=== uart_tx_fifo_flat ===
### Pin map, uart_tx_fifo_flat

Scale: 2 px per µm. Pins as bars across the die edge, other pins in gray.
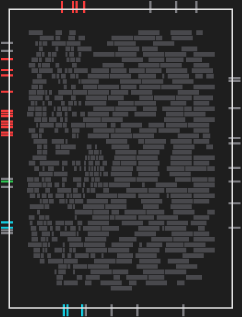

<file path="config.mk">
export PLATFORM = sky130hd
export DESIGN_NAME = uart_tx_fifo_flat
export DESIGN_NICKNAME = d
export VERILOG_FILES = /design/src/rtl/uart_tx_fifo_if.sv /design/src/rtl/uart_tx_fifo.sv /design/src/flat_wrapper.sv
export SDC_FILE = /design/constraint.sdc
export NUM_CORES = 1
export LEC_CHECK = 0
export CORE_ASPECT_RATIO = 1.4
export CORE_MARGIN = 8
export CORE_UTILIZATION = 53
export DETAILED_ROUTE_END_ITERATION = 10
export GPL_TIMING_DRIVEN = 1
export PLACE_DENSITY_LB_ADDON = 0.05
export REMOVE_ABC_BUFFERS = 1
export SYNTH_ARGS = -nofsm -noshare
export SYNTH_HDL_FRONTEND = slang
export SYNTH_SLANG_ARGS = --single-unit
</file>
<file path="constraint.sdc">
create_clock -name clk -period 2.77 [get_ports clk]
set_input_delay 0.6925 -clock clk [delete_from_list [all_inputs] [get_ports clk]]
set_output_delay 0.6925 -clock clk [all_outputs]
set_load 0.01 [all_outputs]
</file>
<file path="src/rtl/uart_tx_fifo_if.sv">
// Byte handshake bundle between an upstream producer, the FIFO and uart_tx.
// The i_* signals face the producer and the o_* signals face uart_tx, both seen from the FIFO side.
interface uart_tx_fifo_if;
    logic       i_wreq;
    logic       i_wgnt;
    logic [7:0] i_wdata;
    logic       o_wreq;
    logic       o_wgnt;
    logic [7:0] o_wdata;

    modport slave (
        input  i_wreq, i_wdata, o_wgnt,
        output i_wgnt, o_wreq, o_wdata
    );

    modport master (
        output i_wreq, i_wdata, o_wgnt,
        input  i_wgnt, o_wreq, o_wdata
    );
endinterface

</file>
<file path="src/rtl/uart_tx_fifo.sv">
// First-word-fall-through byte FIFO that feeds uart_tx.
// Bytes offered while the FIFO is full are dropped and counted in a saturating counter.
module uart_tx_fifo #(
    parameter int DEPTH_LOG2 = 4,
    parameter int DROP_W     = 16
) (
    input  logic                  clk,
    input  logic                  rst,
    uart_tx_fifo_if.slave         bus,
    output logic [DEPTH_LOG2:0]   level,
    output logic                  overflow,
    output logic [DROP_W-1:0]     drop_cnt
);
    localparam int DEPTH = 1 << DEPTH_LOG2;

    logic [7:0]            r_mem [DEPTH];
    logic [DEPTH_LOG2:0]   r_wp;
    logic [DEPTH_LOG2:0]   r_rp;
    logic                  r_overflow;
    logic [DROP_W-1:0]     r_drop_cnt;

    logic                  w_empty;
    logic                  w_full;
    logic                  w_wr;
    logic                  w_rd;
    logic                  w_drop;

    function automatic logic [DROP_W-1:0] sat_inc(input logic [DROP_W-1:0] v);
        return (&v) ? v : v + DROP_W'(1);
    endfunction

    // The extra pointer MSB tells full apart from empty when the low bits match.
    assign w_empty = (r_wp == r_rp);
    assign w_full  = (r_wp[DEPTH_LOG2-1:0] == r_rp[DEPTH_LOG2-1:0]) &&
                     (r_wp[DEPTH_LOG2] != r_rp[DEPTH_LOG2]);

    assign bus.i_wgnt  = !w_full && !rst;
    assign bus.o_wreq  = !w_empty && !rst;
    assign bus.o_wdata = r_mem[r_rp[DEPTH_LOG2-1:0]];

    assign w_wr   = bus.i_wreq && bus.i_wgnt;
    assign w_rd   = bus.o_wreq && bus.o_wgnt;
    assign w_drop = bus.i_wreq && w_full && !rst;

    assign level    = r_wp - r_rp;
    assign overflow = r_overflow;
    assign drop_cnt = r_drop_cnt;

    always_ff @(posedge clk) begin
        if (rst) begin
            r_wp       <= '0;
            r_rp       <= '0;
            r_overflow <= 1'b0;
            r_drop_cnt <= '0;
        end else begin
            if (w_wr)   r_wp <= r_wp + (DEPTH_LOG2+1)'(1);
            if (w_rd)   r_rp <= r_rp + (DEPTH_LOG2+1)'(1);
            if (w_drop) begin
                r_overflow <= 1'b1;
                r_drop_cnt <= sat_inc(r_drop_cnt);
            end
        end
    end

    // Storage is left uncleared by reset; only the pointers define valid contents.
    always_ff @(posedge clk) begin
        if (w_wr) r_mem[r_wp[DEPTH_LOG2-1:0]] <= bus.i_wdata;
    end
endmodule

</file>
<file path="src/flat_wrapper.sv">
// flat-port wrapper written by rule: the top's interface ports become plain ports
module uart_tx_fifo_flat 
#(
    parameter int DEPTH_LOG2 = 4,
    parameter int DROP_W     = 16
)
  (clk, rst, level, overflow, drop_cnt, bus_i_wreq, bus_i_wdata, bus_o_wgnt, bus_i_wgnt, bus_o_wreq, bus_o_wdata);
  uart_tx_fifo_if bus_i ();
  input  logic clk;
  input  logic rst;
  output logic [DEPTH_LOG2:0] level;
  output logic overflow;
  output logic [DROP_W-1:0] drop_cnt;
  input wire logic [$bits(bus_i.i_wreq)-1:0] bus_i_wreq;
  input wire logic [$bits(bus_i.i_wdata)-1:0] bus_i_wdata;
  input wire logic [$bits(bus_i.o_wgnt)-1:0] bus_o_wgnt;
  output wire logic [$bits(bus_i.i_wgnt)-1:0] bus_i_wgnt;
  output wire logic [$bits(bus_i.o_wreq)-1:0] bus_o_wreq;
  output wire logic [$bits(bus_i.o_wdata)-1:0] bus_o_wdata;
  assign bus_i.i_wreq = bus_i_wreq;
  assign bus_i.i_wdata = bus_i_wdata;
  assign bus_i.o_wgnt = bus_o_wgnt;
  assign bus_i_wgnt = bus_i.i_wgnt;
  assign bus_o_wreq = bus_i.o_wreq;
  assign bus_o_wdata = bus_i.o_wdata;
  uart_tx_fifo #(.DEPTH_LOG2(DEPTH_LOG2), .DROP_W(DROP_W)) u_core (.clk(clk), .rst(rst), .bus(bus_i), .level(level), .overflow(overflow), .drop_cnt(drop_cnt));
endmodule
</file>
=== regfile_wb_arbiter ===
<file path="src/rtl/regfile_wb_arbiter.sv">
// regfile_wb_arbiter
//   Shares the single RegisterFile write port among NREQ writeback requesters
//   using round-robin arbitration with a valid/ready handshake per requester.
//   The winning request is registered onto RegWrite/A3/WD one edge after the
//   transfer.
// Ports
//   CLK        clock, rising edge
//   RST        asynchronous reset, active-low
//   EN         global enable; 0 blocks grants and writes
//   req_valid  per-requester write pending
//   req_addr   requester i address at [i*AW +: AW]
//   req_data   requester i data at [i*DW +: DW]
//   req_ready  combinational one-hot grant (transfer = valid & ready)
//   RegWrite   registered write strobe
//   A3, WD     registered write address / data
//   grant_id   registered index of the requester that owns A3/WD
//   pend_mask  one-hot of A3 while RegWrite=1, else zero
module regfile_wb_arbiter #(
  parameter int NREQ        = 3,
  parameter int AW          = 5,
  parameter int DW          = 32,
  parameter int ZERO_REG_RO = 1,
  localparam int GW         = $clog2(NREQ)
) (
  input  logic                 CLK,
  input  logic                 RST,
  input  logic                 EN,
  input  logic [NREQ-1:0]      req_valid,
  input  logic [NREQ*AW-1:0]   req_addr,
  input  logic [NREQ*DW-1:0]   req_data,
  output logic [NREQ-1:0]      req_ready,
  output logic                 RegWrite,
  output logic [AW-1:0]        A3,
  output logic [DW-1:0]        WD,
  output logic [GW-1:0]        grant_id,
  output logic [(2**AW)-1:0]   pend_mask
);

  localparam int unsigned N = NREQ;

  logic [GW-1:0] rr_ptr;
  logic [GW-1:0] sel;
  logic          hit;
  logic [AW-1:0] sel_addr;
  logic [DW-1:0] sel_data;
  logic          drop;

  // Search starts one past the last winner so the last winner is checked last.
  always_comb begin
    int unsigned idx;
    hit = 1'b0;
    sel = '0;
    idx = 0;
    for (int unsigned i = 1; i <= N; i++) begin
      idx = (32'(rr_ptr) + i) % N;
      if (!hit && req_valid[idx]) begin
        hit = 1'b1;
        sel = GW'(idx);
      end
    end
    if (!EN || !RST) hit = 1'b0;
  end

  always_comb begin
    req_ready = '0;
    if (hit) req_ready[sel] = 1'b1;
  end

  always_comb begin
    sel_addr = req_addr[int'(sel)*AW +: AW];
    sel_data = req_data[int'(sel)*DW +: DW];
    drop     = (ZERO_REG_RO != 0) && (sel_addr == '0);
  end

  // A dropped register-0 write still consumes the grant and moves the pointer.
  always_ff @(posedge CLK or negedge RST) begin
    if (!RST) begin
      RegWrite <= 1'b0;
      A3       <= '0;
      WD       <= '0;
      grant_id <= '0;
      rr_ptr   <= GW'(NREQ - 1);
    end else begin
      RegWrite <= hit && !drop;
      if (hit) begin
        A3       <= sel_addr;
        WD       <= sel_data;
        grant_id <= sel;
        rr_ptr   <= sel;
      end
    end
  end

  always_comb begin
    pend_mask = '0;
    if (RegWrite) pend_mask[A3] = 1'b1;
  end

endmodule
</file>
<file path="config.mk">
export PLATFORM = sky130hd
export DESIGN_NAME = regfile_wb_arbiter
export DESIGN_NICKNAME = d
export VERILOG_FILES = /design/src/rtl/regfile_wb_arbiter.sv
export SDC_FILE = /design/constraint.sdc
export NUM_CORES = 1
export LEC_CHECK = 0
export CAP_MARGIN = 20
export CELL_PAD_IN_SITES_DETAIL_PLACEMENT = 0
export CELL_PAD_IN_SITES_GLOBAL_PLACEMENT = 1
export CORE_MARGIN = 2
export CORE_UTILIZATION = 26
export DETAILED_ROUTE_END_ITERATION = 7
export PLACE_DENSITY_LB_ADDON = 0.3
export SYNTH_ARGS = -nofsm -noshare
export SYNTH_HDL_FRONTEND = slang
export SYNTH_SLANG_ARGS = --single-unit
</file>
<file path="constraint.sdc">
create_clock -name CLK -period 3.1 [get_ports CLK]
set_input_delay 0.31 -clock CLK [delete_from_list [all_inputs] [get_ports CLK]]
set_output_delay 0.31 -clock CLK [all_outputs]
set_load 0.05 [all_outputs]
</file>
=== trigger_sequence_generator ===
<file path="config.mk">
export PLATFORM = sky130hd
export DESIGN_NAME = trigger_sequence_generator
export DESIGN_NICKNAME = d
export VERILOG_FILES = /design/src/rtl/trigger_seq_pkg.sv /design/src/rtl/trigger_edge_detect.sv /design/src/rtl/trigger_sequence_generator.sv
export SDC_FILE = /design/constraint.sdc
export NUM_CORES = 1
export LEC_CHECK = 0
export CORE_UTILIZATION = 61
export DETAILED_ROUTE_END_ITERATION = 12
export GPL_TIMING_DRIVEN = 0
export PLACE_DENSITY = 0.86
export SLEW_MARGIN = 10
export SYNTH_ARGS = -nofsm -noshare
export SYNTH_HDL_FRONTEND = slang
export SYNTH_SLANG_ARGS = --single-unit
</file>
<file path="constraint.sdc">
create_clock -name adc_clk -period 4.8 [get_ports adc_clk]
set_input_delay 0.96 -clock adc_clk [delete_from_list [all_inputs] [get_ports adc_clk]]
set_output_delay 0.96 -clock adc_clk [all_outputs]
set_load 0.02 [all_outputs]
</file>
<file path="src/rtl/trigger_seq_pkg.sv">
// Shared types and helpers for the trigger sequence generator.
package trigger_seq_pkg;

    typedef enum logic [1:0] {
        StIdle = 2'd0,
        StRun  = 2'd1,
        StTail = 2'd2
    } seq_state_e;

    // Bits needed to index 2..16 trigger slots.
    function automatic int unsigned slot_width(input int unsigned n);
        if (n <= 2) begin
            return 1;
        end else if (n <= 4) begin
            return 2;
        end else if (n <= 8) begin
            return 3;
        end
        return 4;
    endfunction

    function automatic logic [31:0] clamp_min1(input logic [31:0] v);
        return (v == 32'd0) ? 32'd1 : v;
    endfunction

    function automatic logic [31:0] clamp_max(input logic [31:0] v, input logic [31:0] lim);
        return (v > lim) ? lim : v;
    endfunction

endpackage

</file>
<file path="src/rtl/trigger_edge_detect.sv">
// Two-flop registration of an input with a registered rising-edge pulse.
module trigger_edge_detect (
    input  logic clk_i,
    input  logic rst_i,
    input  logic sig_i,
    output logic pulse_o
);

    logic r1_q, r2_q, pulse_q;

    always_ff @(posedge clk_i) begin
        if (rst_i) begin
            r1_q    <= 1'b0;
            r2_q    <= 1'b0;
            pulse_q <= 1'b0;
        end else begin
            r1_q    <= sig_i;
            r2_q    <= r1_q;
            pulse_q <= r1_q & ~r2_q;
        end
    end

    assign pulse_o = pulse_q;

endmodule

</file>
<file path="src/rtl/trigger_sequence_generator.sv">
// Programmed multi-slot trigger pulse generator in the adc_clk domain.
// Optional TRIG_SEQ_GEN_REPEAT_EN adds repeated runs separated by a programmable gap.
module trigger_sequence_generator
    import trigger_seq_pkg::*;
#(
    parameter int unsigned pNUM_TRIGGERS  = 4,
    parameter int unsigned pCOUNTER_WIDTH = 16,
    parameter int unsigned pPW_WIDTH      = 8
) (
    input  logic                                        adc_clk,
    input  logic                                        reset,
    input  logic                                        I_enable,
    input  logic                                        I_start,
    input  logic [(pNUM_TRIGGERS-1)*pCOUNTER_WIDTH-1:0] I_delay,
    input  logic [pPW_WIDTH-1:0]                        I_pulse_width,
    input  logic [3:0]                                  I_last_trigger,
    input  logic                                        I_clear_status,
`ifdef TRIG_SEQ_GEN_REPEAT_EN
    input  logic [7:0]                                  I_repeat,
    input  logic [pCOUNTER_WIDTH-1:0]                   I_repeat_gap,
`endif
    output logic [pNUM_TRIGGERS-1:0]                    O_trigger,
    output logic                                        O_busy,
    output logic                                        O_done,
    output logic                                        O_overrun
);

    localparam int unsigned NT   = pNUM_TRIGGERS;
    localparam int unsigned SW   = slot_width(pNUM_TRIGGERS);
    // Wide enough for both delay counts and the pulse-width count up to pw_eff.
    localparam int unsigned CntW = (pCOUNTER_WIDTH > pPW_WIDTH) ? pCOUNTER_WIDTH : pPW_WIDTH + 1;
    localparam logic [NT-1:0] OneHot0 = NT'(1);

    seq_state_e      state_q;
    logic [SW-1:0]   slot_q, last_q;
    logic [CntW-1:0] cnt_q, pw_q;
    logic [CntW-1:0] d_q [NT];
    logic [NT-1:0]   trig_q;
    logic            busy_q, done_q, overrun_q, start_q;

    logic            start_edge;
    logic [CntW-1:0] cnt_inc, d_cur, tail_lim;
    logic [SW-1:0]   slot_inc, last_eff;
    logic            repeat_pending;

    trigger_edge_detect u_start_edge (
        .clk_i   (adc_clk),
        .rst_i   (reset),
        .sig_i   (I_start),
        .pulse_o (start_edge)
    );

    assign cnt_inc  = cnt_q + CntW'(1);
    assign d_cur    = d_q[slot_q];
    assign slot_inc = slot_q + SW'(1);
    assign last_eff = SW'(clamp_max(32'(I_last_trigger), 32'(NT - 1)));

`ifdef TRIG_SEQ_GEN_REPEAT_EN
    logic [7:0]      runs_q;
    logic [CntW-1:0] gap_q;
    assign repeat_pending = (runs_q != 8'd0);
    assign tail_lim       = repeat_pending ? gap_q : pw_q;
`else
    assign repeat_pending = 1'b0;
    assign tail_lim       = pw_q;
`endif

    always_ff @(posedge adc_clk) begin
        if (reset) begin
            state_q   <= StIdle;
            slot_q    <= '0;
            last_q    <= '0;
            cnt_q     <= '0;
            pw_q      <= CntW'(1);
            trig_q    <= '0;
            busy_q    <= 1'b0;
            done_q    <= 1'b0;
            overrun_q <= 1'b0;
            start_q   <= 1'b0;
            for (int i = 0; i < int'(NT); i++) begin
                d_q[i] <= CntW'(1);
            end
`ifdef TRIG_SEQ_GEN_REPEAT_EN
            runs_q    <= 8'd0;
            gap_q     <= CntW'(1);
`endif
        end else begin
            start_q <= start_edge;
            done_q  <= 1'b0;

            if (I_clear_status) begin
                overrun_q <= 1'b0;
            end else if (start_q && state_q != StIdle) begin
                overrun_q <= 1'b1;
            end

            if (state_q != StIdle && !I_enable) begin
                state_q <= StIdle;
                trig_q  <= '0;
                busy_q  <= 1'b0;
            end else begin
                case (state_q)
                    StIdle: begin
                        if (start_q && I_enable) begin
                            pw_q <= CntW'(clamp_min1(32'(I_pulse_width)));
                            for (int i = 0; i < int'(NT) - 1; i++) begin
                                d_q[i] <= CntW'(clamp_min1(
                                    32'(I_delay[i*pCOUNTER_WIDTH +: pCOUNTER_WIDTH])));
                            end
                            d_q[NT-1] <= CntW'(1);
                            last_q    <= last_eff;
                            slot_q    <= '0;
                            cnt_q     <= '0;
                            trig_q    <= OneHot0;
                            busy_q    <= 1'b1;
                            state_q   <= (last_eff == '0) ? StTail : StRun;
`ifdef TRIG_SEQ_GEN_REPEAT_EN
                            runs_q    <= I_repeat;
                            gap_q     <= CntW'(clamp_min1(32'(I_repeat_gap)));
`endif
                        end
                    end
                    StRun: begin
                        if (cnt_q == d_cur - CntW'(1)) begin
                            slot_q  <= slot_inc;
                            cnt_q   <= '0;
                            trig_q  <= OneHot0 << slot_inc;
                            state_q <= (slot_inc == last_q) ? StTail : StRun;
                        end else begin
                            cnt_q  <= cnt_inc;
                            trig_q <= (cnt_inc < pw_q && cnt_inc < d_cur) ?
                                      (OneHot0 << slot_q) : '0;
                        end
                    end
                    StTail: begin
                        if (repeat_pending && cnt_q == tail_lim - CntW'(1)) begin
                            slot_q  <= '0;
                            cnt_q   <= '0;
                            trig_q  <= OneHot0;
                            state_q <= (last_q == '0) ? StTail : StRun;
`ifdef TRIG_SEQ_GEN_REPEAT_EN
                            runs_q  <= runs_q - 8'd1;
`endif
                        end else if (!repeat_pending && cnt_q == pw_q) begin
                            // O_done was high this cycle; busy drops with it.
                            state_q <= StIdle;
                            trig_q  <= '0;
                            busy_q  <= 1'b0;
                        end else begin
                            cnt_q  <= cnt_inc;
                            trig_q <= (cnt_inc < pw_q && cnt_inc < tail_lim) ?
                                      (OneHot0 << slot_q) : '0;
                            done_q <= !repeat_pending && (cnt_inc == pw_q);
                        end
                    end
                    default: begin
                        state_q <= StIdle;
                        trig_q  <= '0;
                        busy_q  <= 1'b0;
                    end
                endcase
            end
        end
    end

    assign O_trigger = trig_q;
    assign O_busy    = busy_q;
    assign O_done    = done_q;
    assign O_overrun = overrun_q;

endmodule
</file>
=== hidden_cpu_feeder_flat ===
==> src/rtl/hidden_cpu_feeder_if.sv <==
// Bus bundle between the host sequencer and its driver: program load port,
// run control, and the CPU io_in/io_out pair.
interface hidden_cpu_feeder_if;
    logic       clear;
    logic       load_valid;
    logic [5:0] load_data;
    logic       load_ready;
    logic       start;
    logic       pc_track;
    logic [7:0] cpu_out;
    logic [7:0] cpu_in;
    logic       busy;
    logic       done;
    logic [7:0] steps;

    modport master (
        output clear, load_valid, load_data, start, pc_track, cpu_out,
        input  load_ready, cpu_in, busy, done, steps
    );

    modport slave (
        input  clear, load_valid, load_data, start, pc_track, cpu_out,
        output load_ready, cpu_in, busy, done, steps
    );
endinterface

==> src/rtl/hidden_cpu_feeder.sv <==
// Host-side program sequencer: loads 6-bit instructions, then resets the
// 8-bit CPU and single-steps it, fetching sequentially or from its PC.
module hidden_cpu_feeder #(
    parameter int DEPTH = 16,
    parameter int AW    = 4
) (
    input  logic                clk,
    input  logic                rst,
    hidden_cpu_feeder_if.slave  bus
);

    typedef enum logic [2:0] {
        IDLE, RST_LO, RST_HI, SETUP, STROBE, DONE
    } state_e;

    state_e        state_q;
    logic [5:0]    mem_q [DEPTH];
    logic [AW:0]   cnt_q;
    logic [AW-1:0] addr_q;
    logic [7:0]    steps_q;
    logic [7:0]    cpu_in_q;
    logic          busy_q;
    logic          done_q;
    logic          phase_q;

    logic          load_fire;
    logic          go;
    logic [8:0]    next_d;
    logic [8:0]    cnt_ext;
    logic [AW-1:0] next_addr;

    assign bus.load_ready = (state_q == IDLE) &&
                            (cnt_q < (AW+1)'(DEPTH));
    assign load_fire = bus.load_valid && bus.load_ready;
    assign go        = bus.start && !bus.clear && (cnt_q != '0);
    assign next_d    = bus.pc_track ? {1'b0, bus.cpu_out}
                                    : 9'(addr_q) + 9'd1;
    assign cnt_ext   = 9'(cnt_q);
    assign next_addr = next_d[AW-1:0];

    assign bus.cpu_in = cpu_in_q;
    assign bus.busy   = busy_q;
    assign bus.done   = done_q;
    assign bus.steps  = steps_q;

    // Program memory survives reset and clear on purpose.
    always_ff @(posedge clk) begin
        if (load_fire)
            mem_q[cnt_q[AW-1:0]] <= bus.load_data;
    end

    always_ff @(posedge clk or posedge rst) begin
        if (rst) begin
            state_q  <= IDLE;
            cnt_q    <= '0;
            addr_q   <= '0;
            steps_q  <= '0;
            cpu_in_q <= 8'h02;
            busy_q   <= 1'b0;
            done_q   <= 1'b0;
            phase_q  <= 1'b0;
        end else begin
            unique case (state_q)
                IDLE: begin
                    if (bus.clear) begin
                        cnt_q <= '0;
                    end else begin
                        if (load_fire)
                            cnt_q <= cnt_q + 1'b1;
                        if (go) begin
                            state_q  <= RST_LO;
                            addr_q   <= '0;
                            steps_q  <= '0;
                            phase_q  <= 1'b0;
                            cpu_in_q <= 8'h02;
                            busy_q   <= 1'b1;
                        end
                    end
                end
                RST_LO: begin
                    state_q  <= RST_HI;
                    cpu_in_q <= 8'h03;
                end
                RST_HI: begin
                    if (phase_q) begin
                        state_q  <= SETUP;
                        cpu_in_q <= {mem_q[addr_q], 2'b00};
                    end else begin
                        phase_q  <= 1'b1;
                        state_q  <= RST_LO;
                        cpu_in_q <= 8'h02;
                    end
                end
                SETUP: begin
                    state_q  <= STROBE;
                    cpu_in_q <= {mem_q[addr_q], 2'b01};
                end
                STROBE: begin
                    steps_q <= steps_q + 8'd1;
                    if (next_d >= cnt_ext) begin
                        state_q  <= DONE;
                        cpu_in_q <= 8'h00;
                        busy_q   <= 1'b0;
                        done_q   <= 1'b1;
                    end else begin
                        state_q  <= SETUP;
                        addr_q   <= next_addr;
                        cpu_in_q <= {mem_q[next_addr], 2'b00};
                    end
                end
                DONE: begin
                    if (bus.clear) begin
                        state_q  <= IDLE;
                        cnt_q    <= '0;
                        cpu_in_q <= 8'h02;
                        done_q   <= 1'b0;
                    end else if (bus.start) begin
                        state_q  <= RST_LO;
                        addr_q   <= '0;
                        steps_q  <= '0;
                        phase_q  <= 1'b0;
                        cpu_in_q <= 8'h02;
                        busy_q   <= 1'b1;
                        done_q   <= 1'b0;
                    end
                end
                default: begin
                    state_q  <= IDLE;
                    cpu_in_q <= 8'h02;
                    busy_q   <= 1'b0;
                    done_q   <= 1'b0;
                end
            endcase
        end
    end

endmodule

==> src/flat_wrapper.sv <==
// flat-port wrapper written by rule: the top's interface ports become plain ports
module hidden_cpu_feeder_flat 
#(
    parameter int DEPTH = 16,
    parameter int AW    = 4
)
  (clk, rst, bus_clear, bus_load_valid, bus_load_data, bus_start, bus_pc_track, bus_cpu_out, bus_load_ready, bus_cpu_in, bus_busy, bus_done, bus_steps);
  hidden_cpu_feeder_if bus_i ();
  input  logic clk;
  input  logic rst;
  input wire logic [$bits(bus_i.clear)-1:0] bus_clear;
  input wire logic [$bits(bus_i.load_valid)-1:0] bus_load_valid;
  input wire logic [$bits(bus_i.load_data)-1:0] bus_load_data;
  input wire logic [$bits(bus_i.start)-1:0] bus_start;
  input wire logic [$bits(bus_i.pc_track)-1:0] bus_pc_track;
  input wire logic [$bits(bus_i.cpu_out)-1:0] bus_cpu_out;
  output wire logic [$bits(bus_i.load_ready)-1:0] bus_load_ready;
  output wire logic [$bits(bus_i.cpu_in)-1:0] bus_cpu_in;
  output wire logic [$bits(bus_i.busy)-1:0] bus_busy;
  output wire logic [$bits(bus_i.done)-1:0] bus_done;
  output wire logic [$bits(bus_i.steps)-1:0] bus_steps;
  assign bus_i.clear = bus_clear;
  assign bus_i.load_valid = bus_load_valid;
  assign bus_i.load_data = bus_load_data;
  assign bus_i.start = bus_start;
  assign bus_i.pc_track = bus_pc_track;
  assign bus_i.cpu_out = bus_cpu_out;
  assign bus_load_ready = bus_i.load_ready;
  assign bus_cpu_in = bus_i.cpu_in;
  assign bus_busy = bus_i.busy;
  assign bus_done = bus_i.done;
  assign bus_steps = bus_i.steps;
  hidden_cpu_feeder #(.DEPTH(DEPTH), .AW(AW)) u_core (.clk(clk), .rst(rst), .bus(bus_i));
endmodule
==> config.mk <==
export PLATFORM = sky130hd
export DESIGN_NAME = hidden_cpu_feeder_flat
export DESIGN_NICKNAME = d
export VERILOG_FILES = /design/src/rtl/hidden_cpu_feeder_if.sv /design/src/rtl/hidden_cpu_feeder.sv /design/src/flat_wrapper.sv
export SDC_FILE = /design/constraint.sdc
export NUM_CORES = 1
export LEC_CHECK = 0
export CORE_ASPECT_RATIO = 1.75
export CORE_MARGIN = 1
export CORE_UTILIZATION = 54
export DETAILED_ROUTE_END_ITERATION = 10
export GPL_TIMING_DRIVEN = 0
export PLACE_DENSITY = 0.73
export SYNTH_ARGS = -nofsm -noshare
export SYNTH_HDL_FRONTEND = slang
export SYNTH_SLANG_ARGS = --single-unit
==> constraint.sdc <==
create_clock -name clk -period 2.7 [get_ports clk]
set_input_delay 0.405 -clock clk [delete_from_list [all_inputs] [get_ports clk]]
set_output_delay 0.405 -clock clk [all_outputs]
set_load 0.05 [all_outputs]
### Register map, names as in the netlist, uart_tx_fifo_flat

Scale: 2 px per µm. Other sequential cells in the stronger gray, the rest of the logic in the fainter gray.
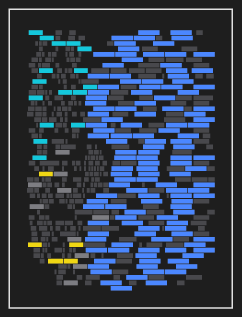
Key: yellow = `u_core.r_rp` [flops 5, where south-west]; blue = `u_core.r_mem` [flops 128]; cyan = `u_core.drop_cnt` [flops 16]
Another 10 sequential cells are not colored.

About 'Pin map' of uart_tx_fifo_flat:
Key: red = `drop_cnt` [pins 16, direction output, edge 12 west, 4 north]; green = `overflow` [pins 1, direction output, edge west]; cyan = `level` [pins 5, direction output, edge 3 south, 2 west]
Buffers on Ports: 43
die width: 110.8 µm
Die Y: 148.7 µm

==> impl_metrics.toml, uart_tx_fifo_flat <==
# flow metrics
[outcome]
status = "finished, violations left"
violations = "setup timing"

[sta]
setup_viol = 8
rsz0062_at_grt = "yes"
setup_slack_ns = -0.1286
report.final.slew_viol_count = 0
hold_viol = 0
fin_crit_ns = 2.899
maxSlewHeadroom = 0.4247

[worst_setup_path]
crit_end = "bus_o_wdata[5]"
arrival_ns = 2.21
reg2reg_slack_ns = 0.38
path_max_fanout = 5
r2r_cells = 8

[worst_hold_path]
min-delay-start = "u_core.overflow"

[cells_and_area]
syn2layout_area_growth_pct = 21.99
fin_util = 0.6601

[route]
routedLengthMet1_mm = 5.614
top_layer_used = "met4"
drt-total-wl_mm = 14.06
drcViolationCount = 0

[pwr]
p_leak_nw = 2.669
powerDensity_nw_per_um2 = 653.5
fin_total_pwr_mw = 5.311

[die]
fp_util = 0.5411
dieArea_um2 = 16460

[synthesis]
synthTopCellsByCount = "edfxtp_1 (128), mux4_2 (40), dfxtp_1 (31)"
syn_inst = 394
ys_chip_area_um2 = 6661
netlist_area_um2 = 6661
ys_seq_share = 0.6702

[clocking]
cts-htree-levels = 4
cts_hold_buffers = 0
cts_buffer_depth = 2

[global_route]
globalRouteOverflowTotal = 0
grt_max_degree = 33
grt_use_met2 = 0.3132
grt_use_total = 0.1807

[placed_design]
place_hpwl_mm = 8.962
placed_area_um2 = 7447
-- uart_tx_fifo_flat: timing repair --
item / CTS / global route
gates cloned: 3 / 0
buffers inserted: 4 / 0
gates resized: 54 / 5
setup endpoints to repair: 14 / 9
-- uart_tx_fifo_flat: final cells by class --
type	instances	area, µm²	share of cell area
clock buffers	21	440.4	0.05420
clock inverters	11	143.9	0.01771
inverters	12	45.04	0.005543
multi-input cells	205	2041	0.2511
flip-flops and latches	159	4469	0.5500
well taps	150	187.7	0.02309
repair buffers	81	799.5	0.09838
-- uart_tx_fifo_flat: cell families (layout without fill, tap and decap cells) --
| family | after synthesis | count (layout) | synth area share |
|---|---|---|---|
| compound gates | 45 | 45 | 0.04207 |
| xor+xnor | 10 | 10 | 0.01597 |
| fa+ha+maj | 11 | 11 | 0.02179 |
| buf+inv | 30 | 125 | 0.02385 |
| flops | 159 | 159 | 0.6702 |
| mux | 48 | 48 | 0.1484 |
| simple gates | 91 | 91 | 0.07776 |
-- uart_tx_fifo_flat: power breakdown --
part	total (mW)	switching (mW)	internal, mW
combinational	0.407	0.188	0.219
clock	2.29	0.879	1.41
sequential	2.61	0.0123	2.60
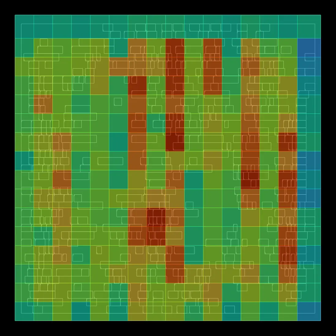
*Routing congestion map, regfile_wb_arbiter*
grt met3 use: 0.04698
GR peak layer: met2
WL/cell: 16.68 µm
met2 Use GR: 0.3143

==> impl_metrics.toml, regfile_wb_arbiter <==
# flow metrics
[worst_setup_path]
cp-startpoint = "rr_ptr[1]"
r2r_cells = 8
crit_chain = "inv_1 -> ha_1 -> mux2i_2 -> o21ai_1 -> o311ai_4 -> buf_4 -> nor4b_4 -> buf_12"
critPathTopFamily = "AND-OR/OR-AND gates"

[outcome]
status = "finished, final reports clean"

[sta]
setup_slack_ns = 0.1572
clock_skew_ns = 0.001737
hold_viol = 0
max_freq_ghz = 0.3398
worstMarginPinSlew_ns = 0.5600

[synthesis]
ys_ff = 41
ys_warn_count = 0

[cells_and_area]
flop_area_um2 = 1027
buffers_excl_clock = 204
layout_top_cell = "clkdlybuf4s50_1"

[route]
drt_pass1_iterations = 8
avgViaCountPerCell = 5.111

[clocking]
clock-sinks = 41
cts_buffers = 5

[die]
dieWidth_um = 112.1
-- regfile_wb_arbiter: flip-flops by register name, indices dropped and copies added (netlist names) --
| signal | count |
|---|---|
| A3 | 5 |
| rr_ptr | 1 |
| WD | 32 |
| grant_id | 2 |
| RegWrite | 1 |
-- regfile_wb_arbiter: cells in the mapped netlist, types with 2 or more instances --
cell type  instances
buf_6              6
dfrtp_1           40
nand3_1           40
a21o_1            37
nor2b_1            2
clkbuf_1          15
mux2i_1            4
a311oi_1          26
inv_1              2
o21ai_1           26
a311oi_2           8
nand3b_1           7
or3b_2             3
o21ai_0           18
buf_4              3
nor3b_1            2
ha_1               4
buf_2             14
a31o_1             3
nand2_1            7
nor2_1            72
-- regfile_wb_arbiter: metrics by stage --
step / hold slack (ns) / instances / util
6_report: 0.1814 / 677 / 0.4592
5_1_grt: 0.2478 / 676 / 0.4590
4_1_cts: 0.2147 / 676 / 0.4570
3_5_place_dp: 0.4648 / 668 / 0.4429
3_3_place_gp: 0.4582 / 668 / 0.4429
2_1_floorplan: 0.01441 / 361 / -
-- regfile_wb_arbiter: power breakdown --
part           switching [mW]  internal (mW)
clock                   0.222          0.346
sequential              0.198          0.790
combinational            2.38           1.35
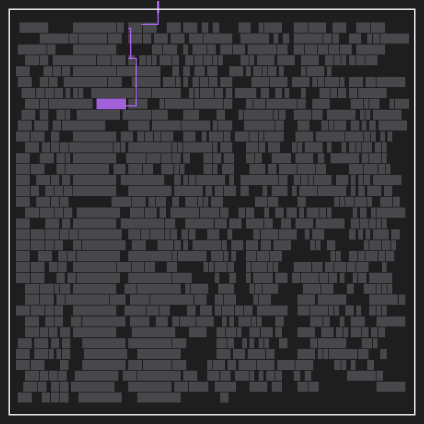
*Port wiring, trigger_sequence_generator*
Scale: 4 px per µm.
Key: purple = `O_overrun` [direction output, end cells 1, buffers 1, wire 31.9 µm]

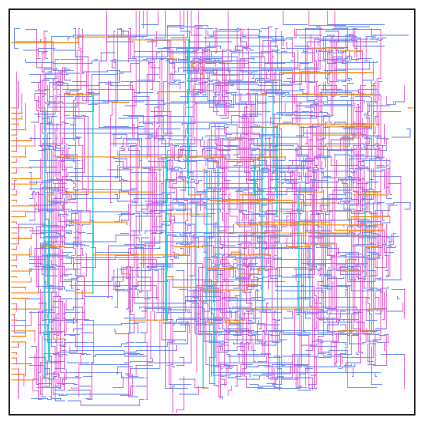
*Metal layers overlaid, trigger_sequence_generator*
Scale: 4 px per µm.
Key: blue = M1 [wire length 6360 µm]; orange = M3 [wire length 1050 µm]; cyan = M4 [wire length 619 µm]; magenta = M2 [wire length 7620 µm]

==> impl_metrics.toml, trigger_sequence_generator <==
# flow metrics
[synthesis]
yosysTopAreaCell = "edfxtp_1"
ys_ff = 91
most_common_cell = "nand2_1"
synth-edff-count = 48
flop_cell = "edfxtp_1"

[outcome]
status = "finished, final reports clean"

[clocking]
cts_tree = "built"
clkSlewWorstSetupHoldPaths_ns = 0.10
cts_buffers = 9
clk_latency_ns = 0.37

[die]
ios = 72
rows = 35
core_um2 = 9371
fp.dieH_um = 101.0

[route]
met2_length_mm = 7.616
wl_per_cell_um = 18.49
drcViolationCount = 0

[sta]
setup_viol = 0
maxSlewHeadroom = 0.4621
hold_viol = 0

[pwr]
powerDensity_nw_per_um2 = 241.4

[worst_setup_path]
cp.required_ns = 5.05
critical_path_depth = 15
reg2reg_slack_ns = 0.69

[global_route]
use_met1 = 0.3886

[cells_and_area]
logic_area_um2 = 3361
num-nonclk-inverters = 38
trigger_sequence_generator: state kept, by name (all words and copies together), names as in the netlist, 2 cells and up, named ones only:
name / flops
state_q: 2
d_q: 48
O_trigger: 4
pw_q: 8
last_q: 2
slot_q: 2
cnt_q: 16
trigger_sequence_generator: placed cells by master, fill, tap and decap left out, types with 13 or more instances in the layout:
master	instances
nor2_1	18
o21ai_0	29
xnor2_1	26
clkdlybuf4s50_1	71
nor3_1	13
inv_1	35
ha_1	35
nor4_1	21
and3_1	52
dfxtp_1	43
mux2i_1	19
nand4_1	16
clkbuf_1	19
nand3_1	15
edfxtp_1	48
nand2_1	64
trigger_sequence_generator: through the flow:
step	cells	worst slack, ns	hold WS [ns]	total power, mW
5_1_grt	846	0.3525	0.4154	1.755
2_1_floorplan	630	1.495	0.3674	1.060
3_3_place_gp	830	0.7323	0.3710	1.174
6_report	846	0.6921	0.3991	1.702
3_5_place_dp	830	0.8061	0.3875	1.185
4_1_cts	846	0.7438	0.4020	1.696
trigger_sequence_generator: power breakdown:
group	internal (mW)	switching [mW]	total, mW	leakage [nW]
Sequential	0.847	0.0150	0.862	0.834
Clock	0.219	0.308	0.527	0.104
Combinational	0.132	0.181	0.313	1.81
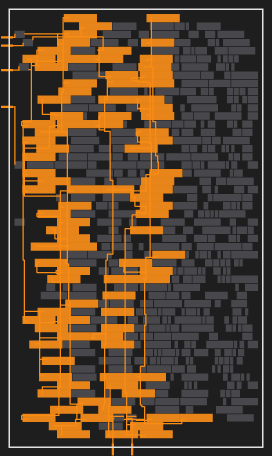
*Port wiring, hidden_cpu_feeder_flat*
Scale: 3 px per µm.
Key: orange = `bus_load_data` [direction input, end cells 96, buffers 6, wire 1260 µm]

==> impl_metrics.toml, hidden_cpu_feeder_flat <==
# flow metrics
[die]
ios = 39
dieWidth_um = 84.00
rows = 52

[synthesis]
synth-async-reset-ratio = 0.2441
syn_inst = 399
ys_warn_count = 0
ys_chip_area_um2 = 6354
yosysTopAreaCell = "edfxtp_1"
simple_gate_area_frac = 0.06440
logic_family = "multiplexers"
yosys-top-cells-area = "edfxtp_1 (45%), mux4_2 (14%), dfrtp_1 (12%), mux4_1 (6.2%), ha_1 (2.2%)"
synthTopCellsByCount = "edfxtp_1 (96), mux4_2 (39), dfrtp_1 (30)"
ys_sh_adder = 0.02166
ys_seq_share = 0.5760

[sta]
setup_slack_ns = 0.09527
finalSetupTns_ns = 0
maxSlewHeadroom = 0.3518
max_freq_ghz = 0.3839
setup_viol = 0

[route]
num_vias = 4097
drcViolationCount = 16
avgViaCountPerCell = 6.640
drt_iter0_markers = 353
wl_per_cell_um = 26.33
antenna_left = 0
met3_length_um = 680
routedLengthMet1_mm = 5.317

[clocking]
clkSlewWorstSetupHoldPaths_ns = 0.05
cts_setup_buffers = 8
cts_buffers = 17

[global_route]
grt_max_degree = 32
use_met1 = 0.2896

[outcome]
violations = "DRC"
status = "finished, violations left"

[worst_setup_path]
cp_slowest_stage_delay_ns = 0.40
path_buffers = 1
crit_type = "reg2reg"
r2r_cells = 9

[placed_design]
placed_area_um2 = 6932

[pwr]
p_leak_nw = 2.772
fin_total_pwr_mw = 7.898

[cells_and_area]
fin_nets = 501
==> hidden_cpu_feeder_flat: cell type report <==
cell class	instances	area (µm²)
flip-flops and latches	127	3660
fillers	744	3643
multi-input cells	231	2675
repair buffers	53	510.5
clock buffers	17	425.4
clock inverters	14	191.4
plain buffers	22	172.7
well taps	135	168.9
inverters	18	68.82
==> hidden_cpu_feeder_flat: state kept, by name (all words and copies together) (netlist names) <==
register,cells
u_core.bus.done,1
u_core.bus.busy,1
u_core.phase_q,1
u_core.state_q,3
u_core.mem_q,96
u_core.bus.cpu_in,8
u_core.bus.steps,8
u_core.cnt_q,5
u_core.addr_q,4
==> hidden_cpu_feeder_flat: where the power goes <==
| group | switching (mW) | internal [mW] |
|---|---|---|
| Combinational | 1.70 | 1.35 |
| Clock | 0.846 | 1.54 |
| Sequential | 0.162 | 2.31 |
| Total | 2.71 | 5.19 |
==> hidden_cpu_feeder_flat: worst register-to-register path: stages (launching register included) <==
cell      delay [ns]
dfrtp_1         0.40
ha_1            0.29
mux2i_2         0.21
clkinv_2        0.16
ha_1            0.32
a21o_1          0.19
a21oi_2         0.21
o21ai_4         0.14
a21oi_4         0.24
mux2_4          0.32


==> screenshots <==
Pin map.
image #1
Scale: 2 px per µm. Pins as bars across the die edge, other pins in gray.
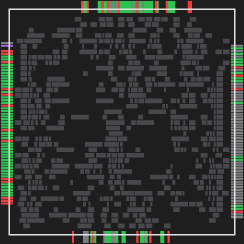
image #2
Scale: 2 px per µm. Pins as bars across the die edge, other pins in gray.
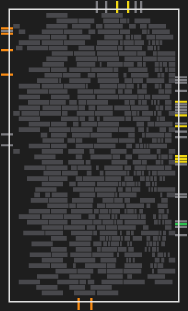
image #3
Scale: 3 px per µm. Pins as bars across the die edge, other pins in gray.
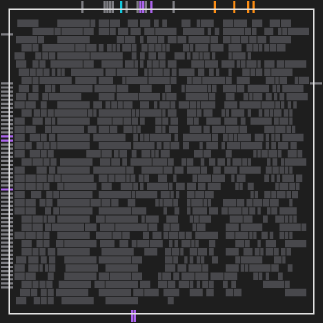
Of these, smallest die: image #3
Of these, most pins: image #1
| from | picture |
|---|---|
| hidden_cpu_feeder_flat | image #2 |
| trigger_sequence_generator | image #3 |
| regfile_wb_arbiter | image #1 |

Key to image #3:
Key: orange = `O_trigger` [pins 4, direction output, edge north]; purple = `I_pulse_width` [pins 8, direction input, edge 3 north, 3 west, 2 south]; cyan = `O_overrun` [pins 1, direction output, edge north]

Power is estimated from default activity; no workload was simulated.
